=== fuzzy_t2_rule_engine ===
fuzzy_t2_rule_engine, placed cells, one colour a class:
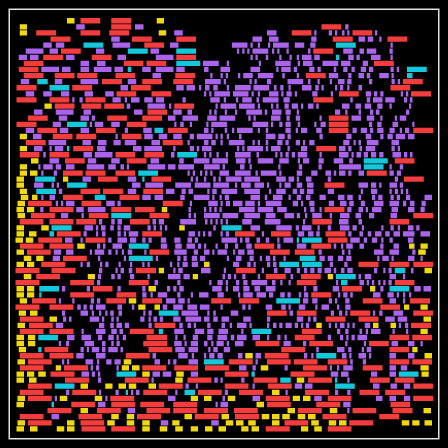
<file path="config.mk">
export PLATFORM = sky130hd
export DESIGN_NAME = fuzzy_t2_rule_engine
export DESIGN_NICKNAME = d
export VERILOG_FILES = /design/src/rtl/fuzzy_t2_rule_engine.sv
export SDC_FILE = /design/constraint.sdc
export NUM_CORES = 1
export LEC_CHECK = 0
export ABC_AREA = 0
export CELL_PAD_IN_SITES_DETAIL_PLACEMENT = 1
export CELL_PAD_IN_SITES_GLOBAL_PLACEMENT = 1
export CORE_MARGIN = 2
export CORE_UTILIZATION = 45
export DETAILED_ROUTE_END_ITERATION = 6
export PLACE_DENSITY_LB_ADDON = 0.12
export SLEW_MARGIN = 20
export SYNTH_ARGS = -nofsm -noshare
export SYNTH_HDL_FRONTEND = slang
export SYNTH_SLANG_ARGS = --single-unit
</file>
<file path="constraint.sdc">
create_clock -name clk_0 -period 11.93 [get_ports clk_0]
set_input_delay 2.386 -clock clk_0 [delete_from_list [all_inputs] [get_ports clk_0]]
set_output_delay 2.386 -clock clk_0 [all_outputs]
set_load 0.05 [all_outputs]
</file>
<file path="src/rtl/fuzzy_t2_rule_engine.sv">
// Interval type-2 fuzzy rule evaluator: min t-norm over N_TERMS^2 rules, midpoint-weighted centroid
// accumulation, serial restoring divide. Optional macro FUZZY_HOLD_LAST_EN keeps the last output when no rule fires.
module fuzzy_t2_rule_engine #(
  parameter int W            = 8,
  parameter int N_TERMS      = 3,
  parameter int ZERO_OUT_VAL = 128,
  localparam int NUM_RULES   = N_TERMS * N_TERMS,
  localparam int RW          = (NUM_RULES > 1) ? $clog2(NUM_RULES) : 1,
  localparam int TW          = (N_TERMS > 1) ? $clog2(N_TERMS) : 1,
  localparam int CW          = (W > 1) ? $clog2(W) : 1,
  localparam int NUM_W       = 2 * W + RW,
  localparam int DEN_W       = W + RW
) (
  input  logic                   clk_0,
  input  logic                   Srst,
  input  logic                   start,
  input  logic [N_TERMS*W-1:0]   mu_up_a,
  input  logic [N_TERMS*W-1:0]   mu_low_a,
  input  logic [N_TERMS*W-1:0]   mu_up_b,
  input  logic [N_TERMS*W-1:0]   mu_low_b,
  input  logic                   cfg_we,
  input  logic [RW-1:0]          cfg_addr,
  input  logic [W-1:0]           cfg_data,
  output logic                   busy,
  output logic                   done,
  output logic [W-1:0]           saida_defuzzy,
  output logic [RW-1:0]          sequencia_regras,
  output logic [NUM_RULES-1:0]   fou_ativo
);

  typedef enum logic [1:0] {S_IDLE, S_RULE, S_DIV, S_DONE} state_t;

  localparam logic [RW:0] ADDR_LIM = (RW + 1)'(NUM_RULES);

  function automatic logic [W-1:0] min_g(input logic [W-1:0] x, input logic [W-1:0] y);
    return (x < y) ? x : y;
  endfunction

  // Midpoint of the firing interval, computed on a W+1-bit sum and truncated.
  function automatic logic [W-1:0] mid_g(input logic [W-1:0] u, input logic [W-1:0] l);
    logic [W:0] s;
    s = {1'b0, u} + {1'b0, l};
    return s[W:1];
  endfunction

  state_t               state_q, state_d;
  logic                 busy_q, busy_d;
  logic                 done_q, done_d;
  logic [W-1:0]         saida_q, saida_d;
  logic [RW-1:0]        rule_q, rule_d;
  logic [TW-1:0]        ta_q, ta_d;
  logic [TW-1:0]        tb_q, tb_d;
  logic [NUM_RULES-1:0] fou_q, fou_d;
  logic [NUM_W-1:0]     num_q, num_d;
  logic [DEN_W-1:0]     den_q, den_d;
  logic [NUM_W-1:0]     dvs_q, dvs_d;
  logic [W-1:0]         quo_q, quo_d;
  logic [CW-1:0]        bit_q, bit_d;
  logic [W-1:0]         cent_q [NUM_RULES];
  logic [W-1:0]         cent_d [NUM_RULES];

  logic [W-1:0]         up_a_s  [N_TERMS];
  logic [W-1:0]         low_a_s [N_TERMS];
  logic [W-1:0]         up_b_s  [N_TERMS];
  logic [W-1:0]         low_b_s [N_TERMS];
  logic                 load_snap;

  logic [W-1:0]         up_g, lo_g, f_g;
  logic [2*W-1:0]       prod_g;
  logic                 ge_div;

  always_comb begin
    up_g   = min_g(up_a_s[ta_q], up_b_s[tb_q]);
    lo_g   = min_g(low_a_s[ta_q], low_b_s[tb_q]);
    f_g    = mid_g(up_g, lo_g);
    prod_g = {{W{1'b0}}, f_g} * {{W{1'b0}}, cent_q[rule_q]};
    ge_div = (num_q >= dvs_q);
  end

  always_comb begin
    state_d   = state_q;
    busy_d    = busy_q;
    done_d    = 1'b0;
    saida_d   = saida_q;
    rule_d    = rule_q;
    ta_d      = ta_q;
    tb_d      = tb_q;
    fou_d     = fou_q;
    num_d     = num_q;
    den_d     = den_q;
    dvs_d     = dvs_q;
    quo_d     = quo_q;
    bit_d     = bit_q;
    cent_d    = cent_q;
    load_snap = 1'b0;
    case (state_q)
      S_IDLE: begin
        // A table write coinciding with start lands first, so the run sees the new centroid.
        if (cfg_we && ({1'b0, cfg_addr} < ADDR_LIM)) cent_d[cfg_addr] = cfg_data;
        if (start) begin
          state_d   = S_RULE;
          busy_d    = 1'b1;
          num_d     = '0;
          den_d     = '0;
          fou_d     = '0;
          rule_d    = '0;
          ta_d      = '0;
          tb_d      = '0;
          load_snap = 1'b1;
        end
      end
      S_RULE: begin
        num_d         = num_q + NUM_W'(prod_g);
        den_d         = den_q + DEN_W'(f_g);
        fou_d[rule_q] = (up_g != '0);
        if (rule_q == RW'(NUM_RULES - 1)) begin
          state_d = S_DIV;
          rule_d  = '0;
          ta_d    = '0;
          tb_d    = '0;
          dvs_d   = NUM_W'(den_d) << (W - 1);
          quo_d   = '0;
          bit_d   = CW'(W - 1);
        end else begin
          rule_d = rule_q + 1'b1;
          if (tb_q == TW'(N_TERMS - 1)) begin
            tb_d = '0;
            ta_d = ta_q + 1'b1;
          end else begin
            tb_d = tb_q + 1'b1;
          end
        end
      end
      S_DIV: begin
        // Divisor starts at den<<(W-1) and walks right; the quotient fits W bits by construction.
        if (ge_div) num_d = num_q - dvs_q;
        quo_d = {quo_q[W-2:0], ge_div};
        dvs_d = dvs_q >> 1;
        if (bit_q == '0) state_d = S_DONE;
        else             bit_d   = bit_q - 1'b1;
      end
      S_DONE: begin
        state_d = S_IDLE;
        busy_d  = 1'b0;
        done_d  = 1'b1;
`ifdef FUZZY_HOLD_LAST_EN
        if (den_q != '0) saida_d = quo_q;
`else
        saida_d = (den_q == '0) ? W'(ZERO_OUT_VAL) : quo_q;
`endif
      end
      default: state_d = S_IDLE;
    endcase
  end

  always_ff @(posedge clk_0 or negedge Srst) begin
    if (!Srst) begin
      state_q <= S_IDLE;
      busy_q  <= 1'b0;
      done_q  <= 1'b0;
      saida_q <= '0;
      rule_q  <= '0;
      ta_q    <= '0;
      tb_q    <= '0;
      fou_q   <= '0;
      num_q   <= '0;
      den_q   <= '0;
      dvs_q   <= '0;
      quo_q   <= '0;
      bit_q   <= '0;
      for (int r = 0; r < NUM_RULES; r++) cent_q[r] <= '0;
    end else begin
      state_q <= state_d;
      busy_q  <= busy_d;
      done_q  <= done_d;
      saida_q <= saida_d;
      rule_q  <= rule_d;
      ta_q    <= ta_d;
      tb_q    <= tb_d;
      fou_q   <= fou_d;
      num_q   <= num_d;
      den_q   <= den_d;
      dvs_q   <= dvs_d;
      quo_q   <= quo_d;
      bit_q   <= bit_d;
      for (int r = 0; r < NUM_RULES; r++) cent_q[r] <= cent_d[r];
    end
  end

  // Input snapshot at the start edge; later input changes cannot disturb a run.
  always_ff @(posedge clk_0) begin
    if (load_snap) begin
      for (int k = 0; k < N_TERMS; k++) begin
        up_a_s[k]  <= mu_up_a[k*W +: W];
        low_a_s[k] <= mu_low_a[k*W +: W];
        up_b_s[k]  <= mu_up_b[k*W +: W];
        low_b_s[k] <= mu_low_b[k*W +: W];
      end
    end
  end

  assign busy             = busy_q;
  assign done             = done_q;
  assign saida_defuzzy    = saida_q;
  assign sequencia_regras = rule_q;
  assign fou_ativo        = fou_q;

endmodule
</file>
==> impl_metrics.ini <==
; implementation run metrics
[outcome]
outcome = finished, final reports clean

[die]
initCoreUtil_pct = 45.6
die_area_sq_um = 36500
ios = 135

[setup_path]
cpPeakStageDelay_ns = 0.76
critical_path.startpoint = ta_q[0]
path_depth = 39
cp.required_ns = 12.39
startpoint_type = register

[final_timing]
rsz0062_at_grt = no
setup_tns_ns = 0
final_hold_viol_count = 0
fin_ws_ns = 2.56
slew_headroom_pct = 28.9
finalClockSkew_ns = 0.0100

[route]
via_count = 11500
drt_iter0_markers = 559
via_per_inst = 5.57
wl_mm = 42.9

[final_layout]
instances_no_fill = 2064

[cts]
cts_tree = yes

[global_route]
met1_usage_pct = 32.1
grt_pass1_vias = 13000
grt_max_degree = 62

[synthesis]
ys_seq_share_pct = 44.2
syn_avg_cell_area_sq_um = 10.9

[placed_design]
portBuffers = 134
hpwl_mm = 31.8
## Picture notes: 'placed cells, one colour a class' of fuzzy_t2_rule_engine
clock drivers and dummy loads -> cyan  # cells 58, share of their area 6.1%
sequential cells -> red  # cells 259, share of their area 38%
remaining buffers and delay cells -> yellow  # cells 151, share of their area 8.1%
combinational and other logic -> purple  # cells 1141, share of their area 47%
Final Cell Area: 18700 sq um
CORE AREA: 34500 sq um
Rows: 68
Seq/total area: 37.3%
final core area utilization: 54.1%

==> cell type report <==
| cell class | count | area share (%) |
|---|---|---|
| clock buffer | 44 | 4.80 |
| inverter | 144 | 2.89 |
| tap | 455 | 3.05 |
| multi-input combinational | 997 | 43.0 |
| clock inverter | 14 | 1.07 |
| timing repair buffer | 151 | 7.87 |
| sequential | 259 | 37.3 |
==> Yosys cell counts, types with 49 or more instances <==
| cell type | count |
|---|---|
| nor2_1 | 113 |
| nand2_1 | 121 |
| dfrtp_1 | 163 |
| edfxtp_1 | 96 |
| mux2_2 | 66 |
| inv_1 | 139 |
| mux2i_1 | 49 |
| fa_1 | 53 |
| o21ai_0 | 73 |
| ha_1 | 99 |
| a21oi_1 | 75 |
==> state kept, by name (all words and copies together), names as in the netlist <==
register,cells
low_b_s,24
busy,1
tb_q,2
num_q,20
low_a_s,24
dvs_q,19
bit_q,3
saida_defuzzy,8
state_q,2
up_b_s,24
ta_q,2
den_q,12
quo_q,8
fou_ativo,9
sequencia_regras,4
up_a_s,24
cent_q,72
done,1

=== cs_add_sequencer_flat ===
cs_add_sequencer_flat, PDN straps and rails:
Scale bar: 20 um. Pins as bars on the die edge.
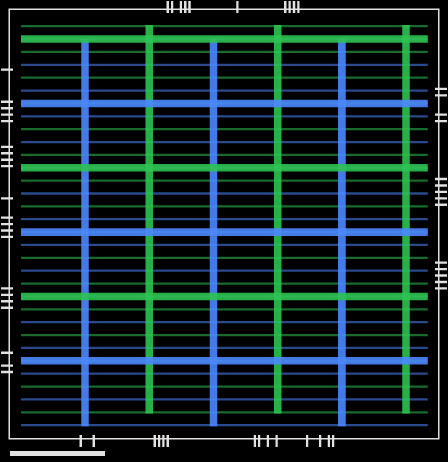
cs_add_sequencer_flat, local utilization:
Scale bar: 20 um. The die is cut into 9 by 9 equal tiles; black is low, pale yellow is high, 0 to 100% covered.
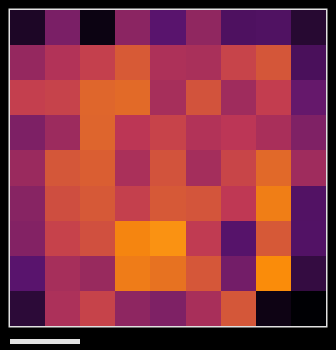
cs_add_sequencer_flat, nets reached from selected ports:
Scale bar: 20 um.
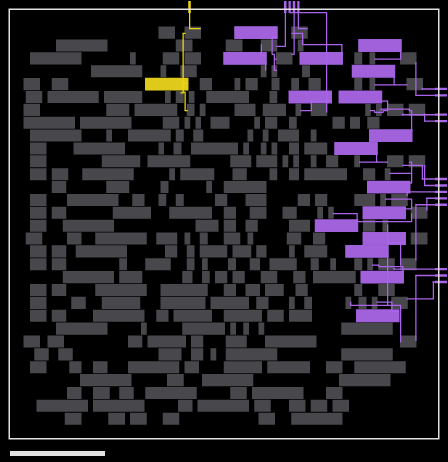
--- src/rtl/cs_add_if.sv ---
// Valid/ready request and result bundle for the chunked carry-select add sequencer.
// The master side is the requester/consumer. The slave side is the sequencer.
interface cs_add_if #(
  parameter int WIDTH = 16
);
  logic             in_valid;
  logic             in_ready;
  logic [WIDTH-1:0] a;
  logic [WIDTH-1:0] b;
  logic             cin;
  logic             sub;
  logic             out_valid;
  logic             out_ready;
  logic [WIDTH-1:0] sum;
  logic             cout;
  logic             ovf;
  logic             busy;

  modport master (
    output in_valid, a, b, cin, sub, out_ready,
    input  in_ready, out_valid, sum, cout, ovf, busy
  );

  modport slave (
    input  in_valid, a, b, cin, sub, out_ready,
    output in_ready, out_valid, sum, cout, ovf, busy
  );
endinterface

--- src/rtl/cs_add_sequencer.sv ---
// Multi-cycle add/subtract controller. One CHUNK-wide carry-select slice is time-shared
// across the WIDTH-bit operands, LSB chunk first, with the running carry as slice select.
module cs_add_sequencer #(
  parameter int WIDTH = 16,
  parameter int CHUNK = 4
) (
  input  logic    clk,
  input  logic    rst,
  cs_add_if.slave bus
);
  localparam int NCH = WIDTH / CHUNK;
  localparam int KW  = $clog2(NCH);
  localparam logic [KW-1:0] K_LAST = KW'(NCH - 1);

  if (((WIDTH % CHUNK) != 0) || (NCH < 2)) begin : g_bad_params
    $error("cs_add_sequencer: WIDTH must be a multiple of CHUNK with at least two chunks");
  end

  typedef enum logic [1:0] {IDLE, RUN, DONE} state_t;

  // Both candidate sums are formed, and the incoming carry picks one.
  function automatic logic [CHUNK:0] cs_slice(input logic [CHUNK-1:0] x,
                                               input logic [CHUNK-1:0] y,
                                               input logic             sel);
    logic [CHUNK:0] r0;
    logic [CHUNK:0] r1;
    r0 = {1'b0, x} + {1'b0, y};
    r1 = {1'b0, x} + {1'b0, y} + (CHUNK+1)'(1);
    return sel ? r1 : r0;
  endfunction

  state_t           state;
  logic [KW-1:0]    k;
  logic             carry;
  logic             rdy_en;
  logic [WIDTH-1:0] sum_r;
  logic             cout_r;
  logic             ovf_r;
  logic             out_valid_r;
  logic             busy_r;
  logic             in_ready_c;
  logic             accept;

  logic [WIDTH-1:0] a_p0;
  logic [WIDTH-1:0] b_p0;

  logic [CHUNK-1:0] sa_p1;
  logic [CHUNK-1:0] sb_p1;
  logic [CHUNK:0]   slice_p1;
  logic             ovf_p1;

  assign in_ready_c = rdy_en & ((state == IDLE) | ((state == DONE) & bus.out_ready));
  assign accept     = bus.in_valid & in_ready_c;

  // Operand capture stage: data only, loaded on acceptance with B pre-inverted for subtract.
  always_ff @(posedge clk) begin
    if (accept) begin
      a_p0 <= bus.a;
      b_p0 <= bus.sub ? ~bus.b : bus.b;
    end
  end

  // Slice stage: the active chunk through the shared slice.
  // Overflow recovers the carry into the MSB from the inputs and the sum MSB.
  assign sa_p1    = a_p0[k*CHUNK +: CHUNK];
  assign sb_p1    = b_p0[k*CHUNK +: CHUNK];
  assign slice_p1 = cs_slice(sa_p1, sb_p1, carry);
  assign ovf_p1   = (sa_p1[CHUNK-1] ^ sb_p1[CHUNK-1] ^ slice_p1[CHUNK-1]) ^ slice_p1[CHUNK];

  always_ff @(posedge clk or posedge rst) begin
    if (rst) begin
      state       <= IDLE;
      k           <= '0;
      carry       <= 1'b0;
      rdy_en      <= 1'b0;
      sum_r       <= '0;
      cout_r      <= 1'b0;
      ovf_r       <= 1'b0;
      out_valid_r <= 1'b0;
      busy_r      <= 1'b0;
    end else begin
      rdy_en <= 1'b1;
      case (state)
        IDLE: begin
          if (accept) begin
            state  <= RUN;
            busy_r <= 1'b1;
            k      <= '0;
            carry  <= bus.sub | bus.cin;
          end
        end
        RUN: begin
          sum_r[k*CHUNK +: CHUNK] <= slice_p1[CHUNK-1:0];
          carry                   <= slice_p1[CHUNK];
          if (k == K_LAST) begin
            state       <= DONE;
            out_valid_r <= 1'b1;
            cout_r      <= slice_p1[CHUNK];
            ovf_r       <= ovf_p1;
          end else begin
            k <= k + 1'b1;
          end
        end
        DONE: begin
          if (bus.out_ready) begin
            out_valid_r <= 1'b0;
            if (accept) begin
              state <= RUN;
              k     <= '0;
              carry <= bus.sub | bus.cin;
            end else begin
              state  <= IDLE;
              busy_r <= 1'b0;
            end
          end
        end
        default: state <= IDLE;
      endcase
    end
  end

  assign bus.in_ready  = in_ready_c;
  assign bus.out_valid = out_valid_r;
  assign bus.sum       = sum_r;
  assign bus.cout      = cout_r;
  assign bus.ovf       = ovf_r;
  assign bus.busy      = busy_r;
endmodule

--- src/flat_wrapper.sv ---
// flat-port wrapper written by rule: the top's interface ports become plain ports
module cs_add_sequencer_flat 
#(
  parameter int WIDTH = 16,
  parameter int CHUNK = 4
)
  (clk, rst, bus_in_valid, bus_a, bus_b, bus_cin, bus_sub, bus_out_ready, bus_in_ready, bus_out_valid, bus_sum, bus_cout, bus_ovf, bus_busy);
  cs_add_if #(.WIDTH(WIDTH)) bus_i ();
  input  logic clk;
  input  logic rst;
  input wire logic [$bits(bus_i.in_valid)-1:0] bus_in_valid;
  input wire logic [$bits(bus_i.a)-1:0] bus_a;
  input wire logic [$bits(bus_i.b)-1:0] bus_b;
  input wire logic [$bits(bus_i.cin)-1:0] bus_cin;
  input wire logic [$bits(bus_i.sub)-1:0] bus_sub;
  input wire logic [$bits(bus_i.out_ready)-1:0] bus_out_ready;
  output wire logic [$bits(bus_i.in_ready)-1:0] bus_in_ready;
  output wire logic [$bits(bus_i.out_valid)-1:0] bus_out_valid;
  output wire logic [$bits(bus_i.sum)-1:0] bus_sum;
  output wire logic [$bits(bus_i.cout)-1:0] bus_cout;
  output wire logic [$bits(bus_i.ovf)-1:0] bus_ovf;
  output wire logic [$bits(bus_i.busy)-1:0] bus_busy;
  assign bus_i.in_valid = bus_in_valid;
  assign bus_i.a = bus_a;
  assign bus_i.b = bus_b;
  assign bus_i.cin = bus_cin;
  assign bus_i.sub = bus_sub;
  assign bus_i.out_ready = bus_out_ready;
  assign bus_in_ready = bus_i.in_ready;
  assign bus_out_valid = bus_i.out_valid;
  assign bus_sum = bus_i.sum;
  assign bus_cout = bus_i.cout;
  assign bus_ovf = bus_i.ovf;
  assign bus_busy = bus_i.busy;
  cs_add_sequencer #(.WIDTH(WIDTH), .CHUNK(CHUNK)) u_core (.clk(clk), .rst(rst), .bus(bus_i));
endmodule
--- config.mk ---
export PLATFORM = sky130hd
export DESIGN_NAME = cs_add_sequencer_flat
export DESIGN_NICKNAME = d
export VERILOG_FILES = /design/src/rtl/cs_add_if.sv /design/src/rtl/cs_add_sequencer.sv /design/src/flat_wrapper.sv
export SDC_FILE = /design/constraint.sdc
export NUM_CORES = 1
export LEC_CHECK = 0
export ABC_CLOCK_PERIOD_IN_PS = 2900
export CAP_MARGIN = 20
export CELL_PAD_IN_SITES_DETAIL_PLACEMENT = 1
export CELL_PAD_IN_SITES_GLOBAL_PLACEMENT = 1
export CORE_MARGIN = 2
export CORE_UTILIZATION = 36
export DETAILED_ROUTE_END_ITERATION = 10
export PLACE_DENSITY_LB_ADDON = 0.1
export SLEW_MARGIN = 20
export SYNTH_ARGS = -nofsm -noshare
export SYNTH_HDL_FRONTEND = slang
export SYNTH_SLANG_ARGS = --single-unit
--- constraint.sdc ---
create_clock -name clk -period 2.9 [get_ports clk]
set_clock_uncertainty 0.1 [all_clocks]
set_input_delay 0.58 -clock clk [delete_from_list [all_inputs] [get_ports clk]]
set_output_delay 0.58 -clock clk [all_outputs]
set_load 0.01 [all_outputs]
==> impl_metrics.ini <==
; implementation run metrics
[outcome]
outcome = finished, violations left
violations = negative setup slack

[final_layout]
layout.nets = 335
layout.area.comb_sq_um = 1110
seq_area_share_pct = 42.8
clockBufferCount = 12

[final_timing]
setup_viol_count_final = 3
fin_ws_ns = -0.0732
setup_tns_ns = -0.178
finalCritPeriodShare_pct = 103

[synthesis]
syn_avg_cell_area_sq_um = 13.3
synthDistinctLibCells = 38
syn-num-nets = 252

[route]
wl_per_cell_um = 15.5

[power]
p_comb_share_pct = 57.8

[global_route]
grt-ovfl-total = 0
About 'PDN straps and rails' of cs_add_sequencer_flat:
VSS -> blue
VDD -> green
met5 straps = 6
rows = 31

About 'local utilization' of cs_add_sequencer_flat:
mean over tiles = 45%
fullest tile = 76%
nearly empty tiles = 1.2%
densest ninth of the die = south
tiles over 75% full = 2.5%

About 'nets reached from selected ports' of cs_add_sequencer_flat:
bus_sum -> purple  # bits 16, direction output, end cells 16, buffers 16, wire 332 um
bus_out_valid -> yellow  # bits 1, direction output, end cells 1, buffers 1, wire 25.1 um
I/O pin count: 59
IO Port Bufs: 58

state kept, by name, summed over array words and instances (netlist names), 2 cells and up:
signal          flops
u_core.k            2
u_core.b_p0        16
u_core.a_p0        16
u_core.state        2
u_core.bus.sum     16
kinds of logic after synthesis:
family,Yosys count,share of synthesized area [%]
flip-flops,58,59.9
other,1,0.139
AND-OR/OR-AND,36,8.93
buffers and inverters,16,2.32
AND/OR/NAND/NOR,51,8.88
adder cells (fa/ha/maj),11,5.39
XOR/XNOR,21,7.39
multiplexers,9,7.07
metal layers:
layer	GRT usage, %	vias to the layer above	share of wire (%)
li1	-	900	-
met5	0	-	0
met1	20.0	902	44
met4	6.79	0	1.1
met3	4.42	8	4.5
met2	26.2	49	51
critical path: cells and delay by family (launching register included):
kind / cells / cell delay, ns
and+or+nand+nor: 1 / 0.06
muxes: 1 / 0.54
buffers and inverters: 2 / 0.15
AOI/OAI and AO/OA: 4 / 0.82
adders and majority gates: 3 / 0.77
DFF: 1 / 0.40
through the flow:
stage                     instance area [sq um]  setup slack [ns]
after global routing                       3770            -0.188
final                                      3770           -0.0732
after floorplan                            2710           -0.0521
after global placement                     3510            0.0508
after detailed placement                   3510           -0.0236
after CTS                                  3690           -0.0173

=== jump_step_sequencer ===
jump_step_sequencer, local utilization:
Scale bar: 20 um. The die is cut into 8 by 8 equal tiles; black is low, pale yellow is high, 0 to 100% covered.
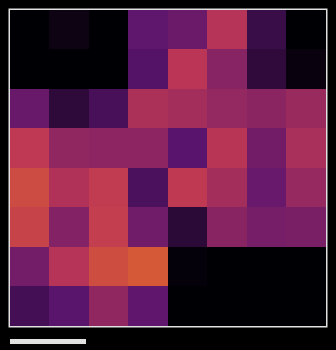
jump_step_sequencer, PDN straps and rails:
Scale bar: 20 um. Pins as bars on the die edge.
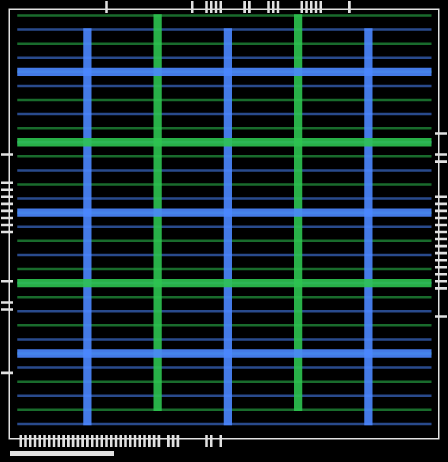
jump_step_sequencer, placed cells, one colour a class:
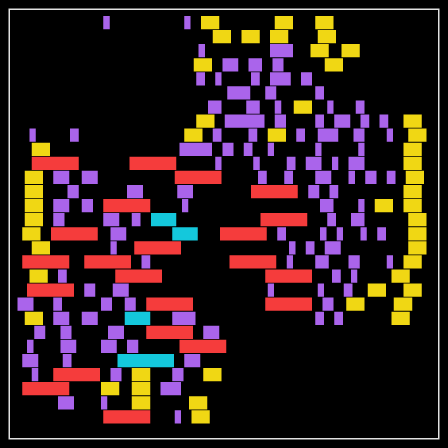
`config.mk`:
```
export PLATFORM = sky130hd
export DESIGN_NAME = jump_step_sequencer
export DESIGN_NICKNAME = d
export VERILOG_FILES = /design/src/rtl/jump_step_sequencer.sv
export SDC_FILE = /design/constraint.sdc
export NUM_CORES = 1
export LEC_CHECK = 0
export CELL_PAD_IN_SITES_DETAIL_PLACEMENT = 2
export CELL_PAD_IN_SITES_GLOBAL_PLACEMENT = 2
export CORE_MARGIN = 1
export CORE_UTILIZATION = 22
export DETAILED_ROUTE_END_ITERATION = 8
export PLACE_DENSITY = 0.93
export SKIP_LAST_GASP = 1
export SLEW_MARGIN = 5
export SYNTH_ARGS = -nofsm -noshare
export SYNTH_HDL_FRONTEND = slang
export SYNTH_SLANG_ARGS = --single-unit
export TNS_END_PERCENT = 30
```
`constraint.sdc`:
```
create_clock -name clk -period 5.35 [get_ports clk]
set_clock_uncertainty 0.1 [all_clocks]
set_input_delay 0.535 -clock clk [delete_from_list [all_inputs] [get_ports clk]]
set_output_delay 0.535 -clock clk [all_outputs]
set_load 0.1 [all_outputs]
```
`src/rtl/jump_step_sequencer.sv`:
```
// jump_step_sequencer: Moore T-step control sequencer for the Mini SRC datapath
//    (fetch, br, jr, jal, nop, halt, illegal-opcode trap).
// Optional feature macro: SEQ_SINGLE_STEP_EN (adds step_req; one instruction per pulse).
// Ports:
//    clk, clr (async active-low), run, [step_req], ir, con_ff  -- inputs
//    step                          -- present state encoding
//    pc_out .. link_in             -- datapath strobes, decoded from state
//    link_sel                      -- constant LINK_REG
//    alu_control                   -- ADD in T5, else 0
//    busy, halted, illegal         -- status
//    instr_count                   -- retired instruction counter (wraps)
module jump_step_sequencer #(
   parameter int IR_W     = 32,
   parameter int MEM_WAIT = 1,
   parameter int LINK_REG = 15,
   parameter int CNT_W    = 16
)(
   input  logic             clk,
   input  logic             clr,
   input  logic             run,
`ifdef SEQ_SINGLE_STEP_EN
   input  logic             step_req,
`endif
   input  logic [IR_W-1:0]  ir,
   input  logic             con_ff,
   output logic [3:0]       step,
   output logic             pc_out,
   output logic             inc_pc,
   output logic             pc_en,
   output logic             mar_en,
   output logic             read,
   output logic             mdr_en,
   output logic             mdr_out,
   output logic             ir_en,
   output logic             gra,
   output logic             rout,
   output logic             con_in,
   output logic             y_en,
   output logic             c_out,
   output logic             z_en,
   output logic             zlo_out,
   output logic             link_in,
   output logic [3:0]       link_sel,
   output logic [4:0]       alu_control,
   output logic             busy,
   output logic             halted,
   output logic             illegal,
   output logic [CNT_W-1:0] instr_count
);
   typedef enum logic [3:0] {
      IDLE = 4'b0000, T0 = 4'b0111, T1 = 4'b1000, T2 = 4'b1001, T3 = 4'b1010,
      T4 = 4'b1011, T5 = 4'b1100, T6 = 4'b1101, HALT = 4'b1111
   } state_t;
   localparam logic [4:0] OP_BR = 5'b10010, OP_JR = 5'b10011, OP_JAL = 5'b10100;
   localparam logic [4:0] OP_NOP = 5'b11001, OP_HALT = 5'b11010;
   localparam int WW = (MEM_WAIT > 1) ? $clog2(MEM_WAIT) : 1;
   localparam logic [WW-1:0] WLAST = WW'(MEM_WAIT - 1);
   state_t state, nxt;
   logic [WW-1:0] wcnt;
   logic [4:0] op;
   logic is_br, is_jr, is_jal, bad_op, retire, start, cont;
   logic unused_ir;
   assign op        = ir[IR_W-1 -: 5];
   assign unused_ir = ^ir[IR_W-6:0];
   assign is_br     = op == OP_BR;
   assign is_jr     = op == OP_JR;
   assign is_jal    = op == OP_JAL;
   assign bad_op    = !(is_br || is_jr || is_jal || op == OP_NOP || op == OP_HALT);
`ifdef SEQ_SINGLE_STEP_EN
   assign start = run && step_req;
   assign cont  = 1'b0;
`else
   assign start = run;
   assign cont  = run;
`endif
   // jr/nop/illegal finish in T3, jal in T4, br in T6; halt never retires
   assign retire = (state == T3 && !is_br && !is_jal && op != OP_HALT) ||
                   (state == T4 && is_jal) || state == T6;
   always_comb begin
      nxt = state;
      case (state)
         IDLE:    nxt = start ? T0 : IDLE;
         T0:      nxt = T1;
         T1:      nxt = (wcnt == WLAST) ? T2 : T1;
         T2:      nxt = T3;
         T3:      nxt = (op == OP_HALT) ? HALT : (is_br || is_jal) ? T4 : T3;
         T4:      nxt = T5;
         T5:      nxt = T6;
         T6:      nxt = T6;
         HALT:    nxt = HALT;
         default: nxt = IDLE;
      endcase
      if (retire) nxt = cont ? T0 : IDLE;
   end
   always_ff @(posedge clk or negedge clr) begin
      if (!clr) begin
         state       <= IDLE;
         wcnt        <= '0;
         illegal     <= 1'b0;
         instr_count <= '0;
      end else begin
         state <= nxt;
         wcnt  <= (state == T1 && wcnt != WLAST) ? wcnt + 1'b1 : '0;
         if (state == T0) illegal <= 1'b0;
         else if (state == T3 && bad_op) illegal <= 1'b1;
         if (retire) instr_count <= instr_count + 1'b1;
      end
   end
   assign step        = state;
   assign pc_out      = state == T0 || (state == T3 && is_jal) || (state == T4 && !is_jal);
   assign inc_pc      = state == T0;
   assign mar_en      = state == T0;
   assign read        = state == T1;
   assign mdr_en      = state == T1;
   assign mdr_out     = state == T2;
   assign ir_en       = state == T2;
   assign gra         = (state == T3 && (is_br || is_jr)) || (state == T4 && is_jal);
   assign rout        = gra;
   assign con_in      = state == T3 && is_br;
   // the only Mealy path: branch-taken gating in T6
   assign pc_en       = (state == T3 && is_jr) || (state == T4 && is_jal) || (state == T6 && con_ff);
   assign link_in     = state == T3 && is_jal;
   assign y_en        = state == T4 && !is_jal;
   assign c_out       = state == T5;
   assign z_en        = state == T5;
   assign alu_control = (state == T5) ? 5'b00011 : 5'b00000;
   assign zlo_out     = state == T6;
   assign link_sel    = 4'(LINK_REG);
   assign busy        = state != IDLE && state != HALT;
   assign halted      = state == HALT;
endmodule

```
==> impl_metrics.ini <==
; implementation run metrics
[final_timing]
max_freq_mhz = 266
fin_ws_ns = 1.59
hold_ws_ns = 0.415
finalCritPeriodShare_pct = 70.3

[hold_path]
hold_depth = 1

[synthesis]
most_common_cell = dfrtp_1
synth_warnings = 0
synthDistinctLibCells = 43
synth-main-ff-cell = dfrtp_1
synth.area.top_cells = dfrtp_1, xnor2_1, buf_4

[run]
warning_count = 53

[final_layout]
nonClkBufAreaFrac_pct = 24.9
inverters = 3
design_area_sq_um = 1970
logic_gates = 117

[cts]
max-clock-path-buffers = 2

[route]
drt_iter0_markers = 42

[global_route]
top_usage_layer = met2

[outcome]
outcome = finished, final reports clean
About 'local utilization' of jump_step_sequencer:
nearly empty tiles = 22%
fullest tile = 60%
densest ninth of the die = west
mean over tiles = 27%
emptiest ninth of the die = north-west
CORE AREA: 6310 sq um
final core area utilization: 31.2%
Pre-Place Util: 22.7%

About 'PDN straps and rails' of jump_step_sequencer:
VDD -> green
VSS -> blue
met1 rails = 30
met5 straps = 5
die height: 82.7 um
worst vdd ir: 0.000340 V

About 'placed cells, one colour a class' of jump_step_sequencer:
remaining buffers and delay cells -> yellow  # cells 49, share of their area 26%
clock drivers and dummy loads -> cyan  # cells 4, share of their area 3.8%
combinational and other logic -> purple  # cells 120, share of their area 41%
sequential cells -> red  # cells 22, share of their area 29%

-- registers in the layout (all words and copies together) (netlist names) --
| signal | flops |
|---|---|
| step | 4 |
| instr_count | 16 |
| wcnt | 1 |
| illegal | 1 |
-- critical path: stages (launching register included) --
cell and delay, ns:
dfrtp_1 0.57, nand4bb_1 0.35, or4_1 0.59, o21ai_0 0.19, clkdlybuf4s50_1 1.15
-- cell families after synthesis --
family | after synthesis | share of synthesized area (%)
buffers and inverters | 24 | 10.6
AOI/OAI and AO/OA | 25 | 10.6
DFF | 22 | 38.5
xor gates and xnor gates | 16 | 9.79
adders and majority gates | 1 | 0.874
and+or+nand+nor | 66 | 28.4
other | 2 | 0.525
muxes | 1 | 0.787
-- final timing paths --
path | startpoint | endpoint
setup reg to reg | step[0] | instr_count[1]
min in group asynchronous | clr | instr_count[6]
hold / removal | instr_count[14] | instr_count[14]
max in group asynchronous | clr | instr_count[11]
hold reg to reg | instr_count[14] | instr_count[14]
setup / recovery | step[0] | pc_en

=== prog_loader ===
prog_loader, PDN straps and rails:
Scale bar: 20 um. Pins as bars on the die edge.
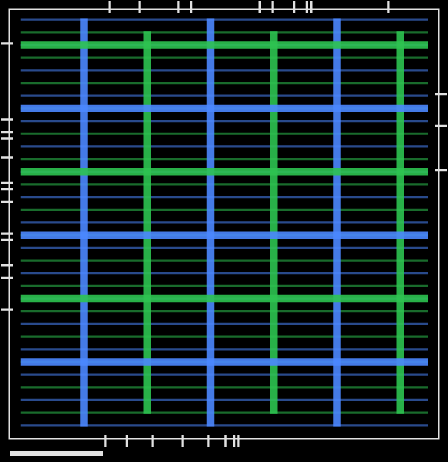
prog_loader, routing congestion:
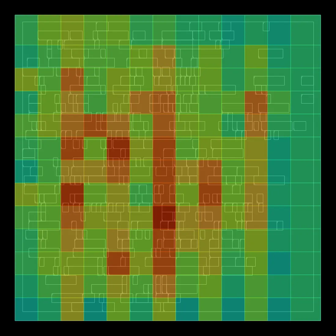
prog_loader, local utilization:
Scale bar: 20 um. The die is cut into 9 by 9 equal tiles; black is low, pale yellow is high, 0 to 100% covered.
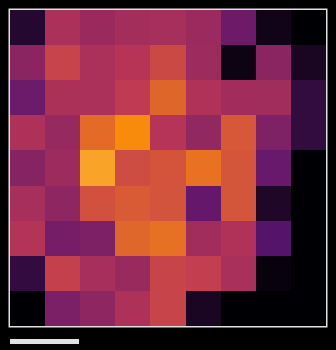
===== src/rtl/prog_loader_pkg.sv =====
// Shared state encoding and size constants for the instruction-memory program loader.
package loader_pkg;

  typedef enum logic [2:0] {
    IDLE,
    LEN_LO,
    LEN_HI,
    DATA,
    CHK,
    DONE,
    ERR
  } loader_state_t;

  localparam int unsigned LOADER_MAX_BYTES = 512;
  localparam int unsigned LOADER_LEN_W     = 16;

endpackage


===== src/rtl/prog_loader.sv =====
// Length-prefixed byte-stream loader that writes the instruction memory and then raises start.
// Optional trailing XOR checksum byte is enabled by defining PROG_LOADER_CHECKSUM_EN.
//
// state  | meaning
// IDLE   | after reset, waiting for load_req
// LEN_LO | expecting image length low byte
// LEN_HI | expecting image length high byte, length checked on acceptance
// DATA   | writing image bytes to consecutive addresses from 0
// CHK    | expecting the XOR checksum byte (checksum build only)
// DONE   | image complete, fetch released
// ERR    | bad length or checksum, held until the next load_req
module prog_loader
  import loader_pkg::*;
#(
  parameter int unsigned MEM_BYTES = LOADER_MAX_BYTES,
  parameter int unsigned ADDR_W    = $clog2(MEM_BYTES)
) (
  input  logic              clk,
  input  logic              reset,
  input  logic              load_req,
  input  logic              in_valid,
  input  logic [7:0]        in_data,
  output logic              in_ready,
  output logic              mem_we,
  output logic [ADDR_W-1:0] mem_addr,
  output logic [7:0]        mem_wdata,
  output logic              start,
  output logic              busy,
  output logic              error
);

  localparam logic [LOADER_LEN_W-1:0] MAX_LEN = LOADER_LEN_W'(MEM_BYTES);
  localparam logic [ADDR_W:0]         CNT_MAX = (ADDR_W+1)'(MEM_BYTES);

  loader_state_t             state_q, state_d;
  logic [LOADER_LEN_W-1:0]   len_q, len_d;
  logic [ADDR_W:0]           cnt_q, cnt_d;
  logic                      mem_we_q, mem_we_d;
  logic [ADDR_W-1:0]         mem_addr_q, mem_addr_d;
  logic [7:0]                mem_wdata_q, mem_wdata_d;
  logic                      ready_q, ready_d;
  logic                      busy_q, busy_d;
  logic                      start_q, start_d;
  logic                      error_q, error_d;
`ifdef PROG_LOADER_CHECKSUM_EN
  logic [7:0]                csum_q, csum_d;
`endif

  logic                      accept;
  logic                      last_byte;
  logic [LOADER_LEN_W-1:0]   len_new;
  logic [LOADER_LEN_W-1:0]   cnt_ext;

  assign accept    = in_valid && ready_q;
  assign len_new   = {in_data, len_q[7:0]};
  assign cnt_ext   = {{(LOADER_LEN_W-ADDR_W-1){1'b0}}, cnt_q};
  assign last_byte = (cnt_ext + LOADER_LEN_W'(1)) == len_q;

  always_comb begin
    state_d     = state_q;
    len_d       = len_q;
    cnt_d       = cnt_q;
    mem_we_d    = 1'b0;
    mem_addr_d  = mem_addr_q;
    mem_wdata_d = mem_wdata_q;
`ifdef PROG_LOADER_CHECKSUM_EN
    csum_d      = csum_q;
`endif
    unique case (state_q)
      IDLE, DONE, ERR: begin
        if (load_req) begin
          state_d = LEN_LO;
          len_d   = '0;
          cnt_d   = '0;
`ifdef PROG_LOADER_CHECKSUM_EN
          csum_d  = '0;
`endif
        end
      end
      LEN_LO: begin
        if (accept) begin
          len_d   = {8'h00, in_data};
          state_d = LEN_HI;
        end
      end
      LEN_HI: begin
        if (accept) begin
          len_d   = len_new;
          state_d = (len_new == '0 || len_new > MAX_LEN) ? ERR : DATA;
        end
      end
      DATA: begin
        if (accept) begin
          mem_we_d    = 1'b1;
          mem_addr_d  = cnt_q[ADDR_W-1:0];
          mem_wdata_d = in_data;
          if (cnt_q != CNT_MAX) cnt_d = cnt_q + (ADDR_W+1)'(1);
`ifdef PROG_LOADER_CHECKSUM_EN
          csum_d = csum_q ^ in_data;
          if (last_byte) state_d = CHK;
`else
          if (last_byte) state_d = DONE;
`endif
        end
      end
`ifdef PROG_LOADER_CHECKSUM_EN
      CHK: begin
        if (accept) state_d = (in_data == csum_q) ? DONE : ERR;
      end
`endif
      default: state_d = IDLE;
    endcase
  end

  // Status flags are registered from the next state so they track the state register exactly.
  always_comb begin
    ready_d = state_d inside {LEN_LO, LEN_HI, DATA, CHK};
    busy_d  = state_d inside {LEN_LO, LEN_HI, DATA, CHK};
    start_d = state_d == DONE;
    error_d = state_d == ERR;
  end

  always_ff @(posedge clk or negedge reset) begin
    if (!reset) begin
      state_q     <= IDLE;
      len_q       <= '0;
      cnt_q       <= '0;
      mem_we_q    <= 1'b0;
      mem_addr_q  <= '0;
      mem_wdata_q <= '0;
      ready_q     <= 1'b0;
      busy_q      <= 1'b0;
      start_q     <= 1'b0;
      error_q     <= 1'b0;
    end else begin
      state_q     <= state_d;
      len_q       <= len_d;
      cnt_q       <= cnt_d;
      mem_we_q    <= mem_we_d;
      mem_addr_q  <= mem_addr_d;
      mem_wdata_q <= mem_wdata_d;
      ready_q     <= ready_d;
      busy_q      <= busy_d;
      start_q     <= start_d;
      error_q     <= error_d;
    end
  end

`ifdef PROG_LOADER_CHECKSUM_EN
  always_ff @(posedge clk or negedge reset) begin
    if (!reset) csum_q <= '0;
    else        csum_q <= csum_d;
  end
`endif

  assign in_ready  = ready_q;
  assign mem_we    = mem_we_q;
  assign mem_addr  = mem_addr_q;
  assign mem_wdata = mem_wdata_q;
  assign start     = start_q;
  assign busy      = busy_q;
  assign error     = error_q;

endmodule


===== config.mk =====
export PLATFORM = sky130hd
export DESIGN_NAME = prog_loader
export DESIGN_NICKNAME = d
export VERILOG_FILES = /design/src/rtl/prog_loader_pkg.sv /design/src/rtl/prog_loader.sv
export SDC_FILE = /design/constraint.sdc
export NUM_CORES = 1
export LEC_CHECK = 0
export CAP_MARGIN = 15
export CORE_MARGIN = 2
export CORE_UTILIZATION = 35
export CTS_CLUSTER_SIZE = 25
export DETAILED_ROUTE_END_ITERATION = 8
export GPL_TIMING_DRIVEN = 0
export PLACE_DENSITY = 0.55
export SYNTH_ARGS = -nofsm -noshare
export SYNTH_HDL_FRONTEND = slang
export SYNTH_SLANG_ARGS = --single-unit
export TNS_END_PERCENT = 30

===== constraint.sdc =====
create_clock -name clk -period 4.95 [get_ports clk]
set_clock_uncertainty 0.05 [all_clocks]
set_input_delay 0.7425 -clock clk [delete_from_list [all_inputs] [get_ports clk]]
set_output_delay 0.7425 -clock clk [all_outputs]
set_load 0.005 [all_outputs]

==> impl_metrics.ini <==
; implementation run metrics
[final_layout]
design.seq.count = 50
fillCellCount = 785
logic_gates = 220

[die]
rows = 32
die_w_um = 91.8

[cts]
post-cts-setup-buffers = 0
max-clock-path-buffers = 2
clk_latency_ns = 0.31

[route]
wl_mm = 6.34
wl_met3_um = 193

[global_route]
track_usage_pct = 16.2
top_usage_layer = met2

[power]
p_seq_share_pct = 38.0
seq-power_uw = 574

[setup_path]
crit_path_end = len_q[4]
critical_path_buf_inv_count = 2

[outcome]
outcome = finished, final reports clean

[synthesis]
synth_warnings = 0

[placed_design]
portBuffers = 33
## Picture notes: 'PDN straps and rails' of prog_loader
VDD -> green
VSS -> blue
signal pins = 34
met5 straps = 6

## Picture notes: 'routing congestion' of prog_loader
final core area utilization: 42.9%
GRT met3 Usage: 2.71%

## Picture notes: 'local utilization' of prog_loader
tiles over 75% full = 1.2%
nearly empty tiles = 11%
densest ninth of the die = centre
fullest tile = 80%
emptiest ninth of the die = south-east
mean over tiles = 37%
CORE AREA: 7610 sq um
Pre-Place Util: 35.5%

## synth_stat cells, drive strengths merged (3+ instances only)
library cell / number / area (sq um)
nand2: 84 / 315
dfrtp: 50 / 1250
o21ai: 26 / 134
nor2: 19 / 71.3
inv: 17 / 63.8
buf: 14 / 88.8
mux2i: 9 / 90.1
xnor2: 9 / 78.8
o31ai: 6 / 50.1
nand3: 5 / 37.5
nand4: 5 / 37.5
nor2b: 5 / 33.8
nor3: 5 / 25.0
nor4: 5 / 31.3
xor2: 5 / 43.8
and3: 3 / 18.8
clkbuf: 3 / 11.3
o41ai: 3 / 26.3
or2: 3 / 21.3
## registers in the layout, summed over array words and instances (netlist names)
| signal | count |
|---|---|
| busy | 1 |
| cnt_q | 10 |
| error | 1 |
| len_q | 16 |
| mem_addr | 9 |
| mem_wdata | 8 |
| mem_we | 1 |
| start | 1 |
| state_q | 3 |
## logic make-up (layout without fill, tap and decap cells)
group	after synthesis	after routing	synth area share [%]
AOI/OAI and AO/OA	51	51	12.9
xor gates and xnor gates	14	14	4.54
buffers and inverters	34	76	6.07
and+or+nand+nor	144	144	25.9
DFF	50	50	46.3
adders and majority gates	2	2	0.927
muxes	9	9	3.34

=== mac_requant ===
===== config.mk =====
export PLATFORM = sky130hd
export DESIGN_NAME = mac_requant
export DESIGN_NICKNAME = d
export VERILOG_FILES = /design/src/rtl/mac_requant.sv
export SDC_FILE = /design/constraint.sdc
export NUM_CORES = 2
export LEC_CHECK = 0
export CORE_MARGIN = 5
export CORE_UTILIZATION = 35
export DETAILED_ROUTE_END_ITERATION = 8
export PLACE_DENSITY_LB_ADDON = 0.12
export SLEW_MARGIN = 20
export SYNTH_ARGS = -nofsm -noshare
export SYNTH_HDL_FRONTEND = slang
export SYNTH_SLANG_ARGS = --single-unit

===== constraint.sdc =====
create_clock -name clk_i -period 9.3 [get_ports clk_i]
set_input_delay 2.325 -clock clk_i [delete_from_list [all_inputs] [get_ports clk_i]]
set_output_delay 2.325 -clock clk_i [all_outputs]
set_load 0.05 [all_outputs]

===== src/rtl/mac_requant.sv =====
// int32 -> int8 requantizer: multiply, rounding right shift, zero-point add, saturate, output FIFO.
// Define REQUANT_ROUND_EN for round-half-up; otherwise the shift truncates toward -infinity.
module mac_requant #(
    parameter int unsigned FIFO_DEPTH = 4,
    parameter int unsigned SAT_CNT_W  = 16
) (
    input  logic                 clk_i,
    input  logic                 rst_i,
    input  logic                 acc_valid_i,
    input  logic [31:0]          acc_data_i,
    output logic                 acc_ready_o,
    input  logic                 cfg_load_i,
    input  logic [15:0]          cfg_mult_i,
    input  logic [4:0]           cfg_shift_i,
    input  logic [7:0]           cfg_zp_i,
    output logic                 out_valid_o,
    output logic [7:0]           out_data_o,
    input  logic                 out_ready_i,
    output logic [SAT_CNT_W-1:0] sat_cnt_o,
    input  logic                 sat_clr_i,
    output logic                 busy_o
);

    localparam int unsigned PTR_W = (FIFO_DEPTH > 1) ? $clog2(FIFO_DEPTH) : 1;
    localparam int unsigned CNT_W = PTR_W + 1;
    localparam int unsigned OCC_W = PTR_W + 2;

    logic [15:0]               mult_q, mult_d;
    logic [4:0]                shift_q, shift_d;
    logic [7:0]                zp_q, zp_d;

    logic                      v1_q, v1_d;
    logic signed [48:0]        p1_q, p1_d;
    logic [4:0]                sh1_q, sh1_d;
    logic [7:0]                zp1_q, zp1_d;

    logic                      v2_q, v2_d;
    logic signed [48:0]        q2_q, q2_d;
    logic [7:0]                zp2_q, zp2_d;

    logic                      v3_q, v3_d;
    logic [7:0]                y3_q, y3_d;
    logic                      sat3_q, sat3_d;

    logic [7:0]                mem_q [FIFO_DEPTH];
    logic [7:0]                mem_d [FIFO_DEPTH];
    logic [PTR_W-1:0]          wr_ptr_q, wr_ptr_d;
    logic [PTR_W-1:0]          rd_ptr_q, rd_ptr_d;
    logic [CNT_W-1:0]          count_q, count_d;
    logic [SAT_CNT_W-1:0]      sat_cnt_q, sat_cnt_d;

    logic                      accept;
    logic                      fifo_wr;
    logic                      fifo_rd;
    logic [OCC_W-1:0]          occupancy;
    logic signed [48:0]        prod_a;
    logic signed [48:0]        prod_m;
    logic signed [48:0]        rnd;
    logic signed [48:0]        r_sum;
    logic signed [49:0]        y_sum;

    // Counting in-flight items as occupied guarantees a FIFO slot for each, so the pipeline never stalls.
    assign occupancy   = OCC_W'(count_q) + OCC_W'(v1_q) + OCC_W'(v2_q) + OCC_W'(v3_q);
    assign acc_ready_o = occupancy < OCC_W'(FIFO_DEPTH);
    assign out_valid_o = count_q != '0;
    assign out_data_o  = out_valid_o ? mem_q[rd_ptr_q] : '0;
    assign sat_cnt_o   = sat_cnt_q;
    assign busy_o      = v1_q | v2_q | v3_q | out_valid_o;

    always_comb begin
        mult_d    = mult_q;
        shift_d   = shift_q;
        zp_d      = zp_q;
        mem_d     = mem_q;
        wr_ptr_d  = wr_ptr_q;
        rd_ptr_d  = rd_ptr_q;
        sat_cnt_d = sat_cnt_q;

        accept = acc_valid_i && acc_ready_o;
        if (cfg_load_i) begin
            mult_d  = cfg_mult_i;
            shift_d = cfg_shift_i;
            zp_d    = cfg_zp_i;
        end

        // S1: items accepted on a cfg_load edge still see the previous config.
        prod_a = {{17{acc_data_i[31]}}, acc_data_i};
        prod_m = {33'd0, mult_q};
        v1_d   = accept;
        p1_d   = prod_a * prod_m;
        sh1_d  = shift_q;
        zp1_d  = zp_q;

        // S2
`ifdef REQUANT_ROUND_EN
        rnd = (sh1_q != 5'd0) ? (49'sd1 <<< (sh1_q - 5'd1)) : 49'sd0;
`else
        rnd = 49'sd0;
`endif
        r_sum = p1_q + rnd;
        v2_d  = v1_q;
        q2_d  = r_sum >>> sh1_q;
        zp2_d = zp1_q;

        // S3
        y_sum  = {q2_q[48], q2_q} + {{42{zp2_q[7]}}, zp2_q};
        v3_d   = v2_q;
        sat3_d = 1'b0;
        if (y_sum > 50'sd127) begin
            y3_d   = 8'h7f;
            sat3_d = 1'b1;
        end else if (y_sum < -50'sd128) begin
            y3_d   = 8'h80;
            sat3_d = 1'b1;
        end else begin
            y3_d   = y_sum[7:0];
        end

        fifo_wr = v3_q;
        fifo_rd = out_valid_o && out_ready_i;
        if (fifo_wr) begin
            mem_d[wr_ptr_q] = y3_q;
            wr_ptr_d        = wr_ptr_q + 1'b1;
        end
        if (fifo_rd) begin
            rd_ptr_d = rd_ptr_q + 1'b1;
        end
        count_d = count_q + CNT_W'(fifo_wr) - CNT_W'(fifo_rd);

        if (sat_clr_i) begin
            sat_cnt_d = '0;
        end else if (v3_q && sat3_q && (sat_cnt_q != '1)) begin
            sat_cnt_d = sat_cnt_q + 1'b1;
        end
    end

    always_ff @(posedge clk_i or posedge rst_i) begin
        if (rst_i) begin
            mult_q    <= 16'd1;
            shift_q   <= '0;
            zp_q      <= '0;
            v1_q      <= 1'b0;
            p1_q      <= '0;
            sh1_q     <= '0;
            zp1_q     <= '0;
            v2_q      <= 1'b0;
            q2_q      <= '0;
            zp2_q     <= '0;
            v3_q      <= 1'b0;
            y3_q      <= '0;
            sat3_q    <= 1'b0;
            for (int unsigned i = 0; i < FIFO_DEPTH; i++) begin
                mem_q[i] <= '0;
            end
            wr_ptr_q  <= '0;
            rd_ptr_q  <= '0;
            count_q   <= '0;
            sat_cnt_q <= '0;
        end else begin
            mult_q    <= mult_d;
            shift_q   <= shift_d;
            zp_q      <= zp_d;
            v1_q      <= v1_d;
            p1_q      <= p1_d;
            sh1_q     <= sh1_d;
            zp1_q     <= zp1_d;
            v2_q      <= v2_d;
            q2_q      <= q2_d;
            zp2_q     <= zp2_d;
            v3_q      <= v3_d;
            y3_q      <= y3_d;
            sat3_q    <= sat3_d;
            mem_q     <= mem_d;
            wr_ptr_q  <= wr_ptr_d;
            rd_ptr_q  <= rd_ptr_d;
            count_q   <= count_d;
            sat_cnt_q <= sat_cnt_d;
        end
    end

endmodule


mac_requant, placed cells, one colour a class:
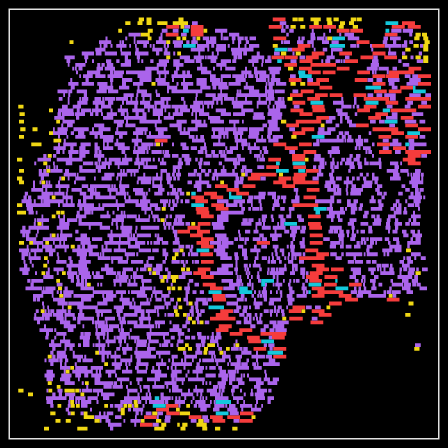
remaining buffers and delay cells -> yellow  # cells 217, share of their area 5.7%
clock drivers and dummy loads -> cyan  # cells 48, share of their area 2.9%
combinational and other logic -> purple  # cells 2963, share of their area 75%
sequential cells -> red  # cells 215, share of their area 16%

==> impl_metrics.ini <==
; implementation run metrics
[outcome]
outcome = finished, final reports clean

[setup_path]
critical_path_buf_inv_count = 8
end_kind = register
r2r-end = p1_q[47]
r2r_cells = 27
crit-reg2reg-launch = mult_q[6]
crit_slowest_cell = fa_1

[synthesis]
edf_count = 0
mux_share_pct = 7.36
synth-simple-area-share_pct = 15.2
synth_warnings = 0
synth_area_leader_cell = fa_1
syn_avg_cell_area_sq_um = 9.29

[final_layout]
final-clk-cell-share_pct = 2.74
layout.cells.most_common = inv_1
design_area_sq_um = 34700
nonClkBufAreaFrac_pct = 5.50
layout.nets = 4157

[global_route]
grt_max_degree = 107

[final_timing]
rsz0062_at_grt = no
worst_pin_slew_ns = 1.06

[hold_path]
hp-class = reg -> reg
holdCritStartpoint = zp1_q[1]

[cts]
cts.repair.resized = 0

[die]
dieHeight_um = 307

[route]
dr_wl_met2_mm = 39.9

[placed_design]
dp_slack_ns = -0.127
mac_requant, PDN straps and rails:
Scale bar: 100 um. Pins as bars on the die edge.
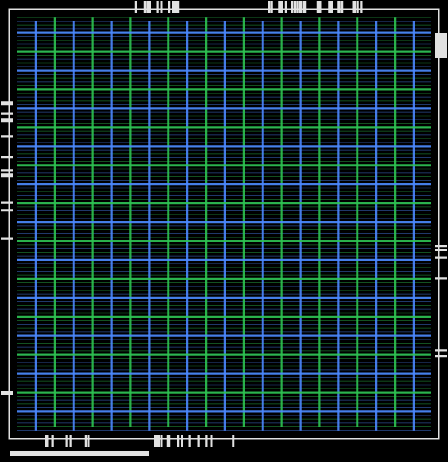
VDD -> green
VSS -> blue
rows = 109
met5 straps = 21
met4 straps = 21
met1 rails = 110
signal pins = 94

==> worst max path at each step <==
stage	to	slack (ns)	depth (start not counted)
2_1_floorplan	p1_q[47]	0.46	24
3_3_place_gp	p1_q[47]	-0.13	28
3_5_place_dp	p1_q[47]	-0.13	28
4_1_cts	p1_q[47]	0.45	28
5_1_grt	p1_q[47]	0.12	29
6_report	p1_q[47]	0.47	28
==> sequential cells by signal, summed over array words and instances (netlist names) <==
signal and flops:
wr_ptr_q 2, sat_cnt_o 16, sat3_q 1, v1_q 1
y3_q 8, rd_ptr_q 2, p1_q 49, count_q 3
sh1_d 5, q2_q 49, mult_q 16, sh1_q 5
v2_q 1, zp1_q 8, zp2_q 8, mem_q 32
zp1_d 8, fifo_wr 1
==> stage by stage <==
step           hold slack [ns]  instances  TNS [ns]
3_3_place_gp             0.334       4560    -0.237
5_1_grt                  0.358       4608         0
6_report                 0.349       4609         0
2_1_floorplan            0.331       3331         0
3_5_place_dp             0.337       4560    -0.241
4_1_cts                  0.354       4608         0


==> screenshots <==
Routing congestion.
(a)
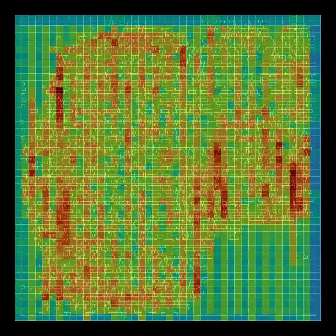
(b)
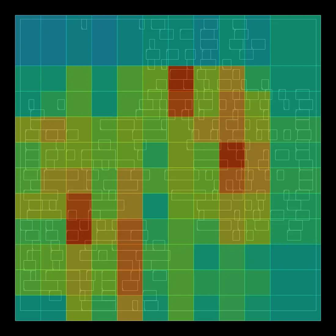
(c)
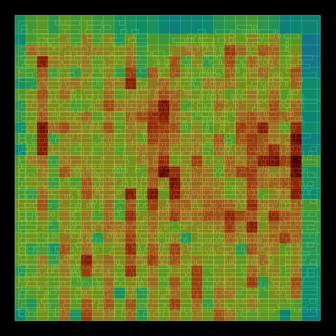
(d)
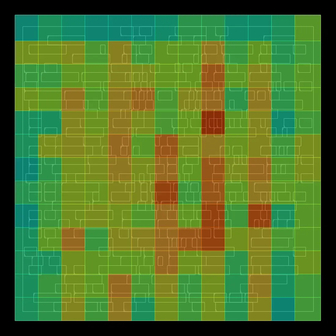
- cs_add_sequencer_flat = (d)
- fuzzy_t2_rule_engine = (c)
- jump_step_sequencer = (b)
- mac_requant = (a)
Of these, highest track usage: (c)
Of these, lowest utilization: (b)

Power and IR drop assume default switching activity.
